==================== rx_control
**rx_control: M3 wires**

(6 px per µm)
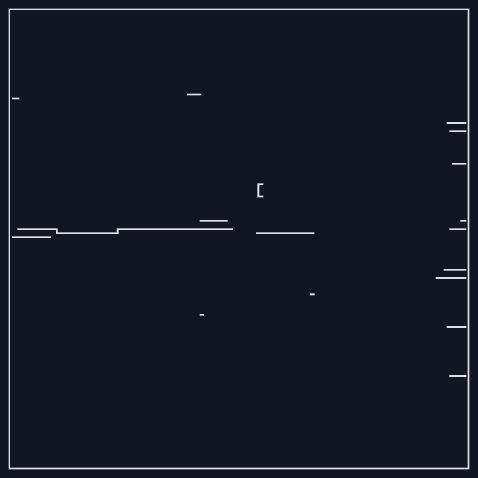

<file path="config.mk">
export PLATFORM = sky130hd
export DESIGN_NAME = rx_control
export DESIGN_NICKNAME = d
export VERILOG_FILES = /design/src/rtl/uart_pkg.sv /design/src/rtl/rx_sampler.sv /design/src/rtl/rx_control.sv
export SDC_FILE = /design/constraint.sdc
export NUM_CORES = 1
export LEC_CHECK = 0
export CAP_MARGIN = 30
export CORE_MARGIN = 2
export CORE_UTILIZATION = 40
export DETAILED_ROUTE_END_ITERATION = 10
export SYNTH_ARGS = -nofsm -noshare
export SYNTH_HDL_FRONTEND = slang
export SYNTH_HIERARCHICAL = 1
export SYNTH_SLANG_ARGS = --single-unit
</file>
<file path="constraint.sdc">
create_clock -name clk -period 5.47 [get_ports clk]
set_input_delay 1.641 -clock clk [delete_from_list [all_inputs] [get_ports clk]]
set_output_delay 1.641 -clock clk [all_outputs]
set_load 0.02 [all_outputs]
</file>
<file path="src/rtl/uart_pkg.sv">
// Shared UART definitions: FSM state encoding, line-format codes and helpers
// used by both rx_control and tx_control.
package uart_pkg;

  localparam int DATA_WIDTH_DEF = 8;
  localparam int SAMPLING_DEF   = 16;

  typedef enum logic [2:0] {
    ST_IDLE   = 3'd0,
    ST_START  = 3'd1,
    ST_DATA   = 3'd2,
    ST_PARITY = 3'd3,
    ST_STOP   = 3'd4
  } uart_state_e;

  localparam logic [1:0] PAR_NONE = 2'b00;
  localparam logic [1:0] PAR_ODD  = 2'b01;
  localparam logic [1:0] PAR_EVEN = 2'b10;

  localparam logic [1:0] STOP_TWO     = 2'b10;
  localparam logic [1:0] STOP_TWO_ALT = 2'b11;

  function automatic logic maj3(input logic a, input logic b, input logic c);
    return (a & b) | (a & c) | (b & c);
  endfunction

  function automatic logic has_parity(input logic [1:0] mode);
    return (mode == PAR_ODD) || (mode == PAR_EVEN);
  endfunction

  function automatic logic is_two_stop(input logic [1:0] code);
    return (code == STOP_TWO) || (code == STOP_TWO_ALT);
  endfunction

  // data_par is the XOR of all received data bits, pbit the received parity bit.
  function automatic logic parity_error(input logic [1:0] mode, input logic data_par,
                                        input logic pbit);
    case (mode)
      PAR_ODD:  return (data_par ^ pbit) != 1'b1;
      PAR_EVEN: return (data_par ^ pbit) != 1'b0;
      default:  return 1'b0;
    endcase
  endfunction

endpackage

</file>
<file path="src/rtl/rx_sampler.sv">
// Serial-line front end: 2-flop synchronizer and a 3-sample majority voter
// centred on the middle of each bit period.
module rx_sampler
  import uart_pkg::*;
#(
  parameter int SAMPLING = SAMPLING_DEF,
  parameter int CNT_W    = 4
) (
  input  logic             clk,
  input  logic             reset,
  input  logic             bclk_i,
  input  logic             rxd_i,
  input  logic [CNT_W-1:0] cnt_i,
  output logic             line_o,
  output logic             vote_o
);

  localparam logic [CNT_W-1:0] CNT_A = CNT_W'(SAMPLING / 2 - 1);
  localparam logic [CNT_W-1:0] CNT_B = CNT_W'(SAMPLING / 2);

  logic [1:0] sync_q;
  logic [1:0] samp_q;

  // Synchronize the asynchronous line; idle level is high.
  always_ff @(posedge clk or posedge reset) begin
    if (reset) begin
      sync_q <= 2'b11;
    end else begin
      sync_q <= {sync_q[0], rxd_i};
    end
  end

  // Capture the first two of the three vote samples; the third is the live line.
  always_ff @(posedge clk or posedge reset) begin
    if (reset) begin
      samp_q <= 2'b11;
    end else if (bclk_i) begin
      if (cnt_i == CNT_A) begin
        samp_q[0] <= sync_q[1];
      end else if (cnt_i == CNT_B) begin
        samp_q[1] <= sync_q[1];
      end
    end
  end

  assign line_o = sync_q[1];
  assign vote_o = maj3(samp_q[0], samp_q[1], sync_q[1]);

endmodule

</file>
<file path="src/rtl/rx_control.sv">
// UART receiver: oversampled start detection, data/parity/stop framing and
// registered frame results with a one-cycle data_valid strobe.
module rx_control
  import uart_pkg::*;
#(
  parameter int DATA_WIDTH = DATA_WIDTH_DEF,
  parameter int SAMPLING   = SAMPLING_DEF
) (
  input  logic                  clk,
  input  logic                  reset,
  input  logic                  bclk,
  input  logic [1:0]            parity,
  input  logic [1:0]            stop,
  input  logic                  s_data_in,
  output logic [DATA_WIDTH-1:0] p_data_out,
  output logic                  data_valid,
  output logic                  parity_err,
  output logic                  frame_err,
  output logic                  busy
);

  localparam int CW = $clog2(SAMPLING);
  localparam int BW = $clog2(DATA_WIDTH + 1);

  localparam logic [CW-1:0] CNT_ZERO   = CW'(0);
  localparam logic [CW-1:0] CNT_ONE    = CW'(1);
  localparam logic [CW-1:0] CNT_LAST   = CW'(SAMPLING - 1);
  localparam logic [CW-1:0] CNT_MID_HI = CW'(SAMPLING / 2 + 1);
  localparam logic [BW-1:0] BIT_ONE    = BW'(1);
  localparam logic [BW-1:0] BIT_LAST   = BW'(DATA_WIDTH);

  uart_state_e           state_q;
  logic [CW-1:0]         cnt_q;
  logic [BW-1:0]         bit_cnt_q;
  logic                  stop_idx_q;
  logic                  armed_q;
  logic [1:0]            par_mode_q;
  logic                  two_stop_q;
  logic [DATA_WIDTH-1:0] shift_q;
  logic                  perr_f_q;
  logic                  ferr_f_q;
  logic [DATA_WIDTH-1:0] p_data_out_q;
  logic                  data_valid_q;
  logic                  parity_err_q;
  logic                  frame_err_q;
  logic                  busy_q;

  logic                  line_s;
  logic                  vote_s;
  logic [CW-1:0]         cnt_d;
  logic                  stop_fail_d;

  rx_sampler #(
    .SAMPLING (SAMPLING),
    .CNT_W    (CW)
  ) u_sampler (
    .clk    (clk),
    .reset  (reset),
    .bclk_i (bclk),
    .rxd_i  (s_data_in),
    .cnt_i  (cnt_q),
    .line_o (line_s),
    .vote_o (vote_s)
  );

  assign cnt_d       = (cnt_q == CNT_LAST) ? CNT_ZERO : cnt_q + CNT_ONE;
  assign stop_fail_d = ferr_f_q | ~vote_s;

  // Frame FSM: every counter and state step is gated by the bclk tick.
  always_ff @(posedge clk or posedge reset) begin
    if (reset) begin
      state_q      <= ST_IDLE;
      cnt_q        <= CNT_ZERO;
      bit_cnt_q    <= '0;
      stop_idx_q   <= 1'b0;
      armed_q      <= 1'b1;
      par_mode_q   <= PAR_NONE;
      two_stop_q   <= 1'b0;
      shift_q      <= '0;
      perr_f_q     <= 1'b0;
      ferr_f_q     <= 1'b0;
      p_data_out_q <= '0;
      data_valid_q <= 1'b0;
      parity_err_q <= 1'b0;
      frame_err_q  <= 1'b0;
      busy_q       <= 1'b0;
    end else begin
      data_valid_q <= 1'b0;
      if (bclk) begin
        case (state_q)
          ST_IDLE: begin
            cnt_q <= CNT_ZERO;
            // After a framing error the line must be seen high before re-arming.
            if (!armed_q) begin
              if (line_s) begin
                armed_q <= 1'b1;
              end
            end else if (!line_s) begin
              state_q    <= ST_START;
              busy_q     <= 1'b1;
              bit_cnt_q  <= '0;
              stop_idx_q <= 1'b0;
              perr_f_q   <= 1'b0;
              ferr_f_q   <= 1'b0;
              par_mode_q <= parity;
              two_stop_q <= is_two_stop(stop);
            end
          end
          ST_START: begin
            cnt_q <= cnt_d;
            if (cnt_q == CNT_MID_HI && vote_s) begin
              state_q <= ST_IDLE;
              busy_q  <= 1'b0;
              cnt_q   <= CNT_ZERO;
            end else if (cnt_q == CNT_LAST) begin
              state_q <= ST_DATA;
            end
          end
          ST_DATA: begin
            cnt_q <= cnt_d;
            if (cnt_q == CNT_MID_HI) begin
              shift_q   <= {vote_s, shift_q[DATA_WIDTH-1:1]};
              bit_cnt_q <= bit_cnt_q + BIT_ONE;
            end else if (cnt_q == CNT_LAST && bit_cnt_q == BIT_LAST) begin
              state_q <= has_parity(par_mode_q) ? ST_PARITY : ST_STOP;
            end
          end
          ST_PARITY: begin
            cnt_q <= cnt_d;
            if (cnt_q == CNT_MID_HI) begin
              perr_f_q <= parity_error(par_mode_q, ^shift_q, vote_s);
            end else if (cnt_q == CNT_LAST) begin
              state_q <= ST_STOP;
            end
          end
          ST_STOP: begin
            cnt_q <= cnt_d;
            if (cnt_q == CNT_MID_HI) begin
              // The last stop bit ends the frame immediately, without waiting out the bit.
              if (stop_idx_q == two_stop_q) begin
                state_q      <= ST_IDLE;
                busy_q       <= 1'b0;
                cnt_q        <= CNT_ZERO;
                data_valid_q <= 1'b1;
                p_data_out_q <= shift_q;
                parity_err_q <= perr_f_q;
                frame_err_q  <= stop_fail_d;
                armed_q      <= ~stop_fail_d;
              end else begin
                ferr_f_q <= stop_fail_d;
              end
            end else if (cnt_q == CNT_LAST) begin
              stop_idx_q <= 1'b1;
            end
          end
          default: begin
            state_q <= ST_IDLE;
            busy_q  <= 1'b0;
            cnt_q   <= CNT_ZERO;
          end
        endcase
      end
    end
  end

  assign p_data_out = p_data_out_q;
  assign data_valid = data_valid_q;
  assign parity_err = parity_err_q;
  assign frame_err  = frame_err_q;
  assign busy       = busy_q;

endmodule

</file>
==================== spi_slave
`src/rtl/spi_slave.sv`:
```
// SPI mode-0 responder: oversamples sclk/cs_n/mosi on clk_in and shifts
// DATA_WIDTH-bit words MSB first, with a one-deep valid/ready transmit holding register.
module spi_slave #(
    parameter int DATA_WIDTH  = 8,
    parameter int SYNC_STAGES = 2
) (
    input  logic                  clk_in,
    input  logic                  sreset,
    input  logic                  sclk,
    input  logic                  cs_n,
    input  logic                  mosi,
    output logic                  miso,
    output logic                  miso_oe,
    input  logic [DATA_WIDTH-1:0] tx_data,
    input  logic                  tx_valid,
    output logic                  tx_ready,
    output logic [DATA_WIDTH-1:0] rx_data,
    output logic                  rx_valid,
    output logic                  tx_underrun,
    output logic                  busy
);

    localparam int CNT_W = (DATA_WIDTH > 1) ? $clog2(DATA_WIDTH) : 1;
    localparam logic [CNT_W-1:0] LAST_BIT = CNT_W'(DATA_WIDTH - 1);

    typedef enum logic {IDLE, SHIFT} state_t;

    state_t state, state_next;

    logic [SYNC_STAGES-1:0] sclk_sync, cs_sync, mosi_sync;
    logic                   sclk_d, cs_d;
    logic                   sclk_s, cs_s, mosi_s;
    logic                   sclk_rise, sclk_fall, cs_fall, cs_rise;

    logic [DATA_WIDTH-1:0]  tx_hold, shift_tx, rx_shift;
    logic                   tx_full, loaded_full;
    logic [CNT_W-1:0]       bit_cnt;

    logic in_shift, sh_rise, sh_fall, word_load, commit, tx_take;

    // The extra delay flop after each chain turns a level change into a one-cycle edge strobe.
    always_ff @(posedge clk_in) begin
        if (sreset) begin
            sclk_sync <= '0;
            cs_sync   <= '1;
            mosi_sync <= '0;
            sclk_d    <= 1'b0;
            cs_d      <= 1'b1;
        end else begin
            // NOTE: non-blocking assignments let every flop sample the pre-edge value, which is what makes this a shift chain.
            sclk_sync <= {sclk_sync[SYNC_STAGES-2:0], sclk};
            cs_sync   <= {cs_sync[SYNC_STAGES-2:0], cs_n};
            mosi_sync <= {mosi_sync[SYNC_STAGES-2:0], mosi};
            sclk_d    <= sclk_sync[SYNC_STAGES-1];
            cs_d      <= cs_sync[SYNC_STAGES-1];
        end
    end

    assign sclk_s    = sclk_sync[SYNC_STAGES-1];
    assign cs_s      = cs_sync[SYNC_STAGES-1];
    assign mosi_s    = mosi_sync[SYNC_STAGES-1];
    assign sclk_rise = sclk_s & ~sclk_d;
    assign sclk_fall = ~sclk_s & sclk_d;
    assign cs_fall   = ~cs_s & cs_d;
    assign cs_rise   = cs_s & ~cs_d;

    always_ff @(posedge clk_in) begin
        if (sreset) state <= IDLE;
        else        state <= state_next;
    end

    always_comb begin
        // NOTE: every output gets a default before the case so no path leaves it unassigned, which would infer a latch.
        state_next = state;
        miso_oe    = 1'b0;
        miso       = 1'b0;
        busy       = 1'b0;
        case (state)
            IDLE: begin
                if (cs_fall) state_next = SHIFT;
            end
            SHIFT: begin
                miso_oe = 1'b1;
                miso    = shift_tx[DATA_WIDTH-1];
                busy    = 1'b1;
                if (cs_rise) state_next = IDLE;
            end
            default: state_next = IDLE;
        endcase
    end

    // cs_rise outranks any sclk edge seen in the same cycle.
    assign in_shift  = (state == SHIFT);
    assign sh_rise   = in_shift && !cs_rise && sclk_rise;
    assign sh_fall   = in_shift && !cs_rise && sclk_fall;
    assign word_load = (!in_shift && cs_fall) || (sh_fall && bit_cnt == '0);
    assign commit    = sh_rise && bit_cnt == '0;
    assign tx_take   = tx_valid && !tx_full;
    assign tx_ready  = !tx_full;

    always_ff @(posedge clk_in) begin
        if (sreset) begin
            // NOTE: data registers are reset too, because rx_data is architecturally visible and held tx data must be dropped.
            tx_hold     <= '0;
            tx_full     <= 1'b0;
            shift_tx    <= '0;
            loaded_full <= 1'b0;
            rx_shift    <= '0;
            rx_data     <= '0;
            rx_valid    <= 1'b0;
            tx_underrun <= 1'b0;
            bit_cnt     <= '0;
        end else begin
            rx_valid    <= 1'b0;
            tx_underrun <= 1'b0;

            if (tx_take) begin
                tx_full <= 1'b1;
                tx_hold <= tx_data;
            end else if (commit && loaded_full) begin
                tx_full <= 1'b0;
            end

            // Loads see the pre-cycle tx_full, so a same-cycle transfer waits for the next word.
            if (word_load) begin
                shift_tx    <= tx_full ? tx_hold : '0;
                loaded_full <= tx_full;
            end else if (sh_fall) begin
                shift_tx <= shift_tx << 1;
            end

            if (commit && !loaded_full) tx_underrun <= 1'b1;

            if ((!in_shift && cs_fall) || (in_shift && cs_rise)) begin
                bit_cnt <= '0;
            end else if (sh_rise) begin
                rx_shift <= {rx_shift[DATA_WIDTH-2:0], mosi_s};
                if (bit_cnt == LAST_BIT) begin
                    bit_cnt  <= '0;
                    rx_data  <= {rx_shift[DATA_WIDTH-2:0], mosi_s};
                    rx_valid <= 1'b1;
                end else begin
                    bit_cnt <= bit_cnt + CNT_W'(1);
                end
            end
        end
    end

endmodule

```
`config.mk`:
```
export PLATFORM = sky130hd
export DESIGN_NAME = spi_slave
export DESIGN_NICKNAME = d
export VERILOG_FILES = /design/src/rtl/spi_slave.sv
export SDC_FILE = /design/constraint.sdc
export NUM_CORES = 1
export LEC_CHECK = 0
export CORE_MARGIN = 2
export CORE_UTILIZATION = 52
export CTS_BUF_LIST = sky130_fd_sc_hd__clkbuf_16
export CTS_CLUSTER_SIZE = 24
export DETAILED_ROUTE_END_ITERATION = 10
export PLACE_DENSITY_LB_ADDON = 0.08
export SKIP_LAST_GASP = 1
export SYNTH_ARGS = -nofsm -noshare
export SYNTH_HDL_FRONTEND = slang
export SYNTH_SLANG_ARGS = --single-unit
```
`constraint.sdc`:
```
create_clock -name clk_in -period 2.2 [get_ports clk_in]
set_input_delay 0.22 -clock clk_in [delete_from_list [all_inputs] [get_ports clk_in]]
set_output_delay 0.22 -clock clk_in [all_outputs]
set_load 0.005 [all_outputs]
```
==================== ball_sprite_sched
**config.mk**
```make
export PLATFORM = sky130hd
export DESIGN_NAME = ball_sprite_sched
export DESIGN_NICKNAME = d
export VERILOG_FILES = /design/src/rtl/ball_sprite_sched.sv
export SDC_FILE = /design/constraint.sdc
export NUM_CORES = 1
export LEC_CHECK = 0
export CAP_MARGIN = 20
export CORE_ASPECT_RATIO = 1.25
export CORE_MARGIN = 1.5
export CORE_UTILIZATION = 50
export DETAILED_ROUTE_END_ITERATION = 8
export PLACE_DENSITY = 0.77
export SLEW_MARGIN = 0
export SYNTH_ARGS = -nofsm -noshare
export SYNTH_HDL_FRONTEND = slang
export SYNTH_SLANG_ARGS = --single-unit
export TNS_END_PERCENT = 20
```
**constraint.sdc**
```tcl
create_clock -name clk -period 4.3 [get_ports clk]
set_clock_uncertainty 0.15 [all_clocks]
set_input_delay 1.29 -clock clk [delete_from_list [all_inputs] [get_ports clk]]
set_output_delay 1.29 -clock clk [all_outputs]
set_load 0.01 [all_outputs]
```
**src/rtl/ball_sprite_sched.sv**
```systemverilog
// Two-ball sprite scheduler sharing one mask lookup during VGA scan.
// Double-buffered positions, 2-cycle pixel pipeline, per-frame hit counters.
module ball_sprite_sched #(
   parameter int SPR_W = 50,
   parameter int SPR_H = 48,
   parameter int CNT_W = 12
) (
   input  logic             clk,
   input  logic             rst,
   input  logic [9:0]       h_cnt,
   input  logic [9:0]       v_cnt,
   input  logic             valid,
   input  logic             frame_start,
   input  logic [9:0]       ball0_x,
   input  logic [9:0]       ball0_y,
   input  logic [9:0]       ball1_x,
   input  logic [9:0]       ball1_y,
   input  logic             ball0_en,
   input  logic             ball1_en,
   input  logic             upd_req,
   output logic             upd_ack,
   output logic [15:0]      sprite_pos,
   input  logic             sprite_white,
   output logic             pix_valid,
   output logic             pix_hit,
   output logic             pix_id,
   output logic [CNT_W-1:0] hit_cnt0,
   output logic [CNT_W-1:0] hit_cnt1
);

   typedef enum logic {RUN, LOAD} state_t;

   state_t           r_state;
   logic             r_ack;
   logic [9:0]       r_x0, r_y0, r_x1, r_y1;
   logic             r_en0, r_en1;
   logic             r_s1_valid, r_s1_in, r_s1_id;
   logic [5:0]       r_dx, r_dy;
   logic             r_pv, r_ph, r_pid;
   logic [CNT_W-1:0] r_run0, r_run1, r_cnt0, r_cnt1;

   logic             w_in0, w_in1;
   logic [9:0]       w_xs, w_ys;
   logic [5:0]       w_dx, w_dy;
   logic [CNT_W-1:0] w_nxt0, w_nxt1;

   // Shadow position load at frame boundary, one-cycle ack
   always_ff @(posedge clk or posedge rst) begin
      if (rst) begin
         r_state <= RUN;
         r_ack   <= 1'b0;
         r_x0    <= '0;
         r_y0    <= '0;
         r_x1    <= '0;
         r_y1    <= '0;
         r_en0   <= 1'b0;
         r_en1   <= 1'b0;
      end else begin
         r_ack <= 1'b0;
         case (r_state)
            RUN: begin
               if (frame_start && upd_req) begin
                  r_state <= LOAD;
                  r_ack   <= 1'b1;
                  r_x0    <= ball0_x;
                  r_y0    <= ball0_y;
                  r_x1    <= ball1_x;
                  r_y1    <= ball1_y;
                  r_en0   <= ball0_en;
                  r_en1   <= ball1_en;
               end
            end
            default: r_state <= RUN;
         endcase
      end
   end

   // Box tests at 11 bits so boxes near the right/bottom edge do not wrap
   assign w_in0 = r_en0 & valid
                & (h_cnt >= r_x0)
                & ({1'b0, h_cnt} < ({1'b0, r_x0} + 11'(SPR_W)))
                & (v_cnt >= r_y0)
                & ({1'b0, v_cnt} < ({1'b0, r_y0} + 11'(SPR_H)));
   assign w_in1 = r_en1 & valid
                & (h_cnt >= r_x1)
                & ({1'b0, h_cnt} < ({1'b0, r_x1} + 11'(SPR_W)))
                & (v_cnt >= r_y1)
                & ({1'b0, v_cnt} < ({1'b0, r_y1} + 11'(SPR_H)));

   // Ball 0 wins overlaps; offsets only need their low 6 bits
   assign w_xs = w_in0 ? r_x0 : r_x1;
   assign w_ys = w_in0 ? r_y0 : r_y1;
   assign w_dx = h_cnt[5:0] - w_xs[5:0];
   assign w_dy = v_cnt[5:0] - w_ys[5:0];

   // Stage 1: selected ball and in-sprite offset
   always_ff @(posedge clk or posedge rst) begin
      if (rst) begin
         r_s1_valid <= 1'b0;
         r_s1_in    <= 1'b0;
         r_s1_id    <= 1'b0;
         r_dx       <= '0;
         r_dy       <= '0;
      end else begin
         r_s1_valid <= valid;
         r_s1_in    <= w_in0 | w_in1;
         r_s1_id    <= ~w_in0 & w_in1;
         r_dx       <= w_dx;
         r_dy       <= w_dy;
      end
   end

   assign sprite_pos = r_s1_in ?
                       (16'(r_dy) * 16'(SPR_W) + 16'(r_dx)) : 16'd0;

   // Stage 2: registered hit result from the shared lookup
   always_ff @(posedge clk or posedge rst) begin
      if (rst) begin
         r_pv  <= 1'b0;
         r_ph  <= 1'b0;
         r_pid <= 1'b0;
      end else begin
         r_pv  <= r_s1_valid;
         r_ph  <= r_s1_valid & r_s1_in & ~sprite_white;
         r_pid <= r_s1_id;
      end
   end

   assign w_nxt0 = (r_ph && !r_pid && r_run0 != '1) ?
                   r_run0 + CNT_W'(1) : r_run0;
   assign w_nxt1 = (r_ph && r_pid && r_run1 != '1) ?
                   r_run1 + CNT_W'(1) : r_run1;

   // Saturating running counts, snapshotted and cleared at frame start
   always_ff @(posedge clk or posedge rst) begin
      if (rst) begin
         r_run0 <= '0;
         r_run1 <= '0;
         r_cnt0 <= '0;
         r_cnt1 <= '0;
      end else if (frame_start) begin
         r_cnt0 <= w_nxt0;
         r_cnt1 <= w_nxt1;
         r_run0 <= '0;
         r_run1 <= '0;
      end else begin
         r_run0 <= w_nxt0;
         r_run1 <= w_nxt1;
      end
   end

   assign upd_ack   = r_ack;
   assign pix_valid = r_pv;
   assign pix_hit   = r_ph;
   assign pix_id    = r_pid;
   assign hit_cnt0  = r_cnt0;
   assign hit_cnt1  = r_cnt1;

endmodule

```
**ball_sprite_sched: logic cells by family**

(2 px per µm)
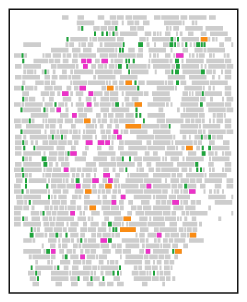
colour	family	cells	most used
green	NAND gates	106	nand2_1
orange	multiplexers	14	mux2i_1
magenta	AND-OR and OR-AND gates	33	a21o_1

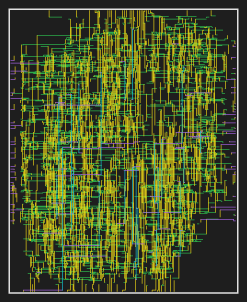
**Above:** ball_sprite_sched (metal layers overlaid).
(2 px per µm)
colour	layer	wire length
yellow	met2	10100 µm
purple	met3	531 µm
cyan	met4	745 µm
green	met1	7630 µm

==> qor.log, ball_sprite_sched <==
[final_timing] tightest hold margin 0.2034 ns
[outcome] violations in the final reports setup timing
[outcome] outcome finished, violations left
[final_timing] final worst-path setup slack -0.5458 ns
[cts] Resize count post-CTS 51
[worst_setup_path] Setup crit end kind output port
[final_timing] Finish-stage setup viols 8
[global_route] layer with the highest usage met2
[global_route] global-route met1 utilization 0.2802
[drt] wire length per cell after detailed routing 15.86 µm
[power] switching part of the total 0.4003
[worst_hold_path] Hold Crit Class reg2reg
[global_route] number of global-route vias before repair 6775
[global_route] gr ovfl total 0
[flow_run] reported max-cap violation count 0
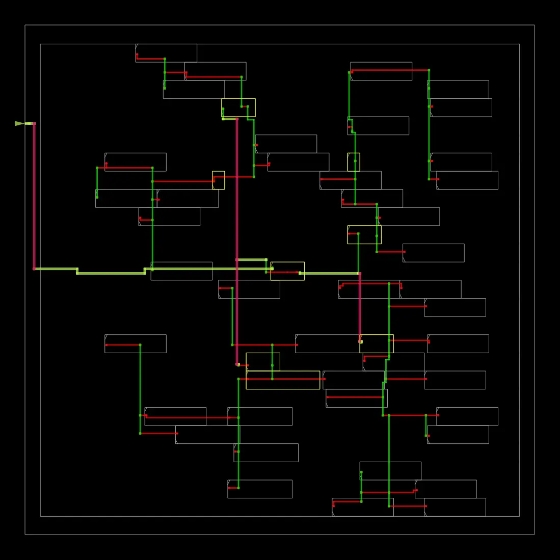
**Above:** rx_control (clock nets).
worst skew pair latency: 0.30 ns
number of buffers created by CTS: 5

About 'M3 wires' of rx_control:
longest straight run	19.1 µm
main direction	horizontal
share of all routed wire	2.3%

==> qor.log, rx_control <==
[layout] Multi-In Gates 127
[flow_run] total number of warnings across the stage logs 30
[final_timing] Final Max Slew Viols 0
[yosys] synthesis-stage register bit count 42
[outcome] outcome finished, final reports clean
[cts] buffer levels on the longest clock path 2
[yosys] most used standard cell by instance count after synthesis dfrtp_1
[drt] via density per instance 5.061
[placement] Placed Cells incl. Taps 270
[layout] clk cell area share 0.04448
[final_timing] Fin. Hold Viols 0
[power] Clock power frac 0.273
[power] static power due to leakage 1.148 nW
[worst_setup_path] kind of launch point of the worst setup path input pin
[yosys] flip-flop cell with the highest count after synthesis dfrtp_1
[drt] iteration-0 DRC count of the detailed router 59
[floorplan] die x size 76.30 µm
[worst_setup_path] worst reg2reg endpoint perr_f_q
[layout] number of non-clock inverters 11
[layout] Diodes inserted 0
[power] Comb. pwr 0.228 mW
[cts] number of buffers inserted by post-CTS setup repair 0
[layout] combinational share of cell area 0.3911
[power] Internal Pwr Total 0.5966 mW
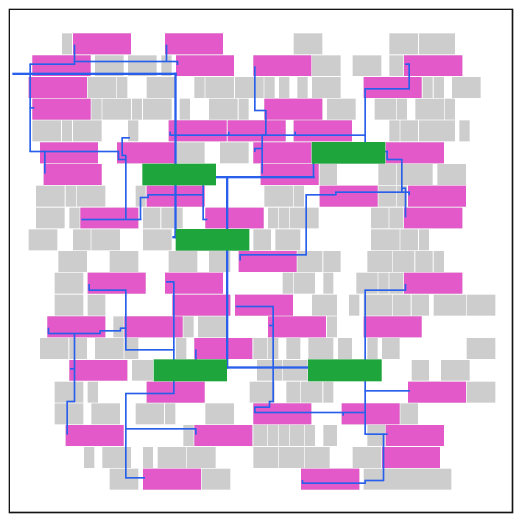
**Above:** spi_slave (clock wires, drivers and flops).
(8 px per µm)
[magenta] flip-flops | count: 47
[green] cells driving clock nets | count: 5
[blue] clock wires | length: 472 µm
routed clock nets	6
flops lie	spread over the die

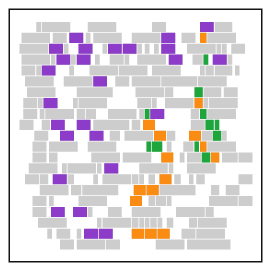
**Above:** spi_slave (logic cells by family).
(4 px per µm)
colour	family	cells	most used
orange	inverting AOI/OAI gates	15	a221oi_1
green	NAND gates	11	nand2_1
purple	multiplexers	26	mux2i_1

==> qor.log, spi_slave <==
[global_route] layer with the highest usage met2
[layout] buffering overhead 0.1362
[global_route] global-route met1 utilization 0.2514
[floorplan] die outline height 62.72 µm
[layout] post-route standard cell area excluding fillers 2260 µm²
[final_timing] unrepaired setup endpoints after global routing no
[worst_setup_path] critical path endpoint bit_cnt[0]
[layout] combinational share of cell area 0.3411
[yosys] post-synth tally of flip-flops with integrated enable 0
[power] Clock power frac 0.448
[global_route] wire length of the first global-routing pass 5947 µm
[outcome] outcome finished, final reports clean
[drt] routed length on met2 1520 µm
[layout] cell type taking the most area flip-flops and latches
[worst_setup_path] cell family with most CP delay simple AND/OR/NAND/NOR gates
[worst_setup_path] Setup crit end kind flip-flop
[drt] via density per instance 5.260
[flow_run] reported max-cap violation count 0
[final_timing] Fin. Hold Viols 0

==================== seq_divider
**seq_divider: M3 wires**

(3 px per µm)
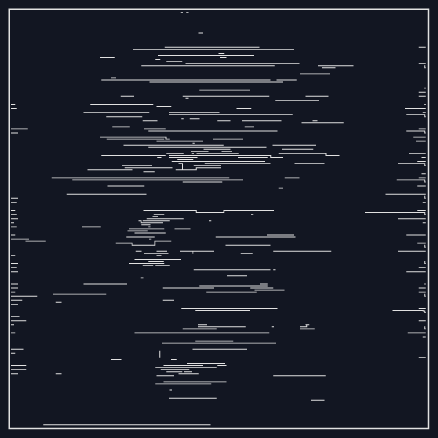
**seq_divider: metal layers overlaid**

(2 px per µm)
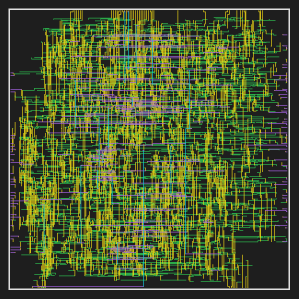
`config.mk`:
```
export PLATFORM = sky130hd
export DESIGN_NAME = seq_divider
export DESIGN_NICKNAME = d
export VERILOG_FILES = /design/src/rtl/seq_divider.sv
export SDC_FILE = /design/constraint.sdc
export NUM_CORES = 1
export LEC_CHECK = 0
export CAP_MARGIN = 40
export CORE_UTILIZATION = 60
export CTS_CLUSTER_DIAMETER = 200
export DETAILED_ROUTE_END_ITERATION = 7
export GPL_ROUTABILITY_DRIVEN = 0
export PLACE_DENSITY = 0.85
export SKIP_CTS_REPAIR_TIMING = 1
export SYNTH_ARGS = -nofsm -noshare
export SYNTH_HDL_FRONTEND = slang
export SYNTH_SLANG_ARGS = --single-unit
```
`constraint.sdc`:
```
create_clock -name clk -period 16.25 [get_ports clk]
set_input_delay 3.25 -clock clk [delete_from_list [all_inputs] [get_ports clk]]
set_output_delay 3.25 -clock clk [all_outputs]
set_load 0.02 [all_outputs]
```
`src/rtl/seq_divider.sv`:
```
// Sequential 32-bit signed divider with MIPS div semantics.
// A restoring divider on operand magnitudes takes 32 steps, then a FIX cycle applies the signs.
module seq_divider (
  input  logic        clk,
  input  logic        reset,
  input  logic        DivCtrl,
  input  logic [31:0] A,
  input  logic [31:0] B,
  output logic        DivZero,
  output logic        DivStop,
  output logic [31:0] DivHOut,
  output logic [31:0] DivLOut,
  output logic        Busy
);

  typedef enum logic [1:0] {StIdle, StRun, StFix} state_e;

  state_e      state_q, state_d;
  logic [5:0]  cnt_q, cnt_d;
  logic [31:0] rem_q, rem_d;
  logic [31:0] quo_q, quo_d;
  logic [31:0] b_q, b_d;
  logic        asign_q, asign_d;
  logic        qsign_q, qsign_d;
  logic [31:0] hi_q, hi_d;
  logic [31:0] lo_q, lo_d;
  logic        zero_q, zero_d;
  logic        stop_q, stop_d;

  logic [32:0] shifted;
  logic [32:0] trial;

  // The partial remainder stays below |B| <= 2^31, so a 33-bit trial never overflows.
  assign shifted = {1'b0, rem_q[30:0], quo_q[31]} | {rem_q[31], 32'd0};
  assign trial   = shifted - {1'b0, b_q};

  always_comb begin
    state_d = state_q;
    cnt_d   = cnt_q;
    rem_d   = rem_q;
    quo_d   = quo_q;
    b_d     = b_q;
    asign_d = asign_q;
    qsign_d = qsign_q;
    hi_d    = hi_q;
    lo_d    = lo_q;
    zero_d  = 1'b0;
    stop_d  = 1'b0;
    case (state_q)
      StIdle: begin
        if (DivCtrl) begin
          if (B == 32'd0) begin
            zero_d = 1'b1;
          end else begin
            quo_d   = A[31] ? (~A + 32'd1) : A;
            b_d     = B[31] ? (~B + 32'd1) : B;
            rem_d   = 32'd0;
            asign_d = A[31];
            qsign_d = A[31] ^ B[31];
            cnt_d   = 6'd0;
            state_d = StRun;
          end
        end
      end
      StRun: begin
        if (!trial[32]) begin
          rem_d = trial[31:0];
          quo_d = {quo_q[30:0], 1'b1};
        end else begin
          rem_d = shifted[31:0];
          quo_d = {quo_q[30:0], 1'b0};
        end
        cnt_d = cnt_q + 6'd1;
        if (cnt_q == 6'd31) begin
          state_d = StFix;
        end
      end
      StFix: begin
        lo_d    = qsign_q ? (~quo_q + 32'd1) : quo_q;
        hi_d    = asign_q ? (~rem_q + 32'd1) : rem_q;
        stop_d  = 1'b1;
        state_d = StIdle;
      end
      default: state_d = StIdle;
    endcase
  end

  always_ff @(posedge clk or posedge reset) begin
    if (reset) begin
      state_q <= StIdle;
      cnt_q   <= 6'd0;
      rem_q   <= 32'd0;
      quo_q   <= 32'd0;
      b_q     <= 32'd0;
      asign_q <= 1'b0;
      qsign_q <= 1'b0;
      hi_q    <= 32'd0;
      lo_q    <= 32'd0;
      zero_q  <= 1'b0;
      stop_q  <= 1'b0;
    end else begin
      state_q <= state_d;
      cnt_q   <= cnt_d;
      rem_q   <= rem_d;
      quo_q   <= quo_d;
      b_q     <= b_d;
      asign_q <= asign_d;
      qsign_q <= qsign_d;
      hi_q    <= hi_d;
      lo_q    <= lo_d;
      zero_q  <= zero_d;
      stop_q  <= stop_d;
    end
  end

  assign DivZero = zero_q;
  assign DivStop = stop_q;
  assign DivHOut = hi_q;
  assign DivLOut = lo_q;
  // FIX returns to idle on the same edge that raises DivStop, so Busy covers that cycle via stop_q.
  assign Busy    = (state_q != StIdle) | stop_q;

endmodule

```
==> qor.log <==
[worst_setup_path] RR Startpoint rem_q[1]
[power] static power due to leakage 5.792 nW
[outcome] outcome finished, violations left
[outcome] violations in the final reports DRC
[layout] buffering overhead 0.1147
[yosys] post-synth tally of flip-flops with integrated enable 0
[power] proportion of power drawn by combinational gates 0.555
[drt] routed length on met2 11920 µm
[final_timing] Rel. slew slack 0.3526
[cts] number of buffers created by CTS 17
[worst_setup_path] kind of launch point of the worst setup path input pin
[drt] routed wl met3 2366 µm
[yosys] area share of the leading cell type in the synthesized netlist 0.3807
[power] power drawn by the clock network 0.392 mW
[layout] filler cell count 1365
[yosys] post-synthesis simple-gate area fraction 0.1618
[floorplan] Tap Cells 229
[drt] detailed-route DRC error count 12
[yosys] share of synthesized area occupied by flip-flops and latches 0.3807
[worst_setup_path] worst reg2reg endpoint rem_q[12]
[layout] number of signal-net buffers in the layout 148
[drt] total number of vias 10020
Notes on 'M3 wires' of seq_divider above:
longest straight run	58.9 µm
main direction	horizontal
share of all routed wire	8.6%
wire length on this layer	2370 µm
nets with wire on the layer	190

Notes on 'metal layers overlaid' of seq_divider above:
colour	layer	wire length
cyan	met4	470 µm
yellow	met2	11900 µm
green	met1	12900 µm
purple	met3	2370 µm



==> notes/layouts.md <==
Pictures saved along the way, in no particular order.

Clock wires, drivers and flops.
Plate I
(3 px per µm)
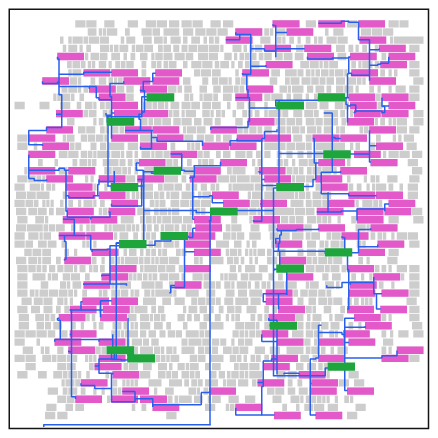
Plate II
(6 px per µm)
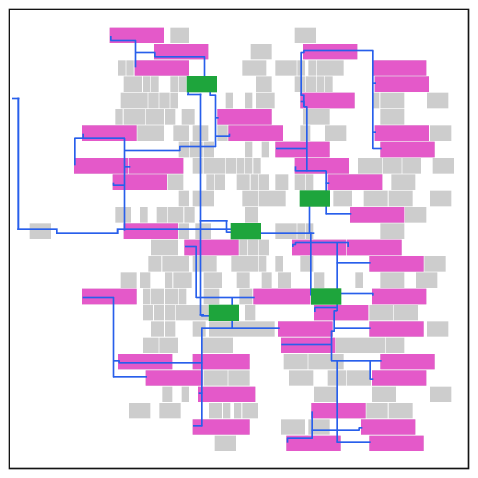
Plate III
(3 px per µm)
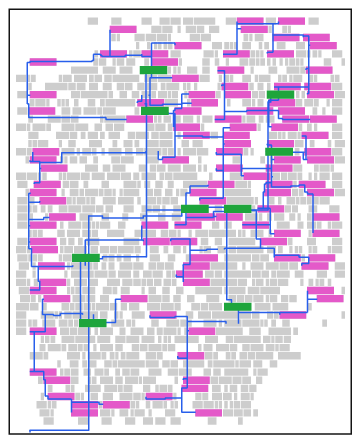
Plate III -> ball_sprite_sched
Plate I -> seq_divider
Plate II -> rx_control
The one with the smallest die is Plate II.

No activity file was given, so power comes from the tool's default toggle rates.
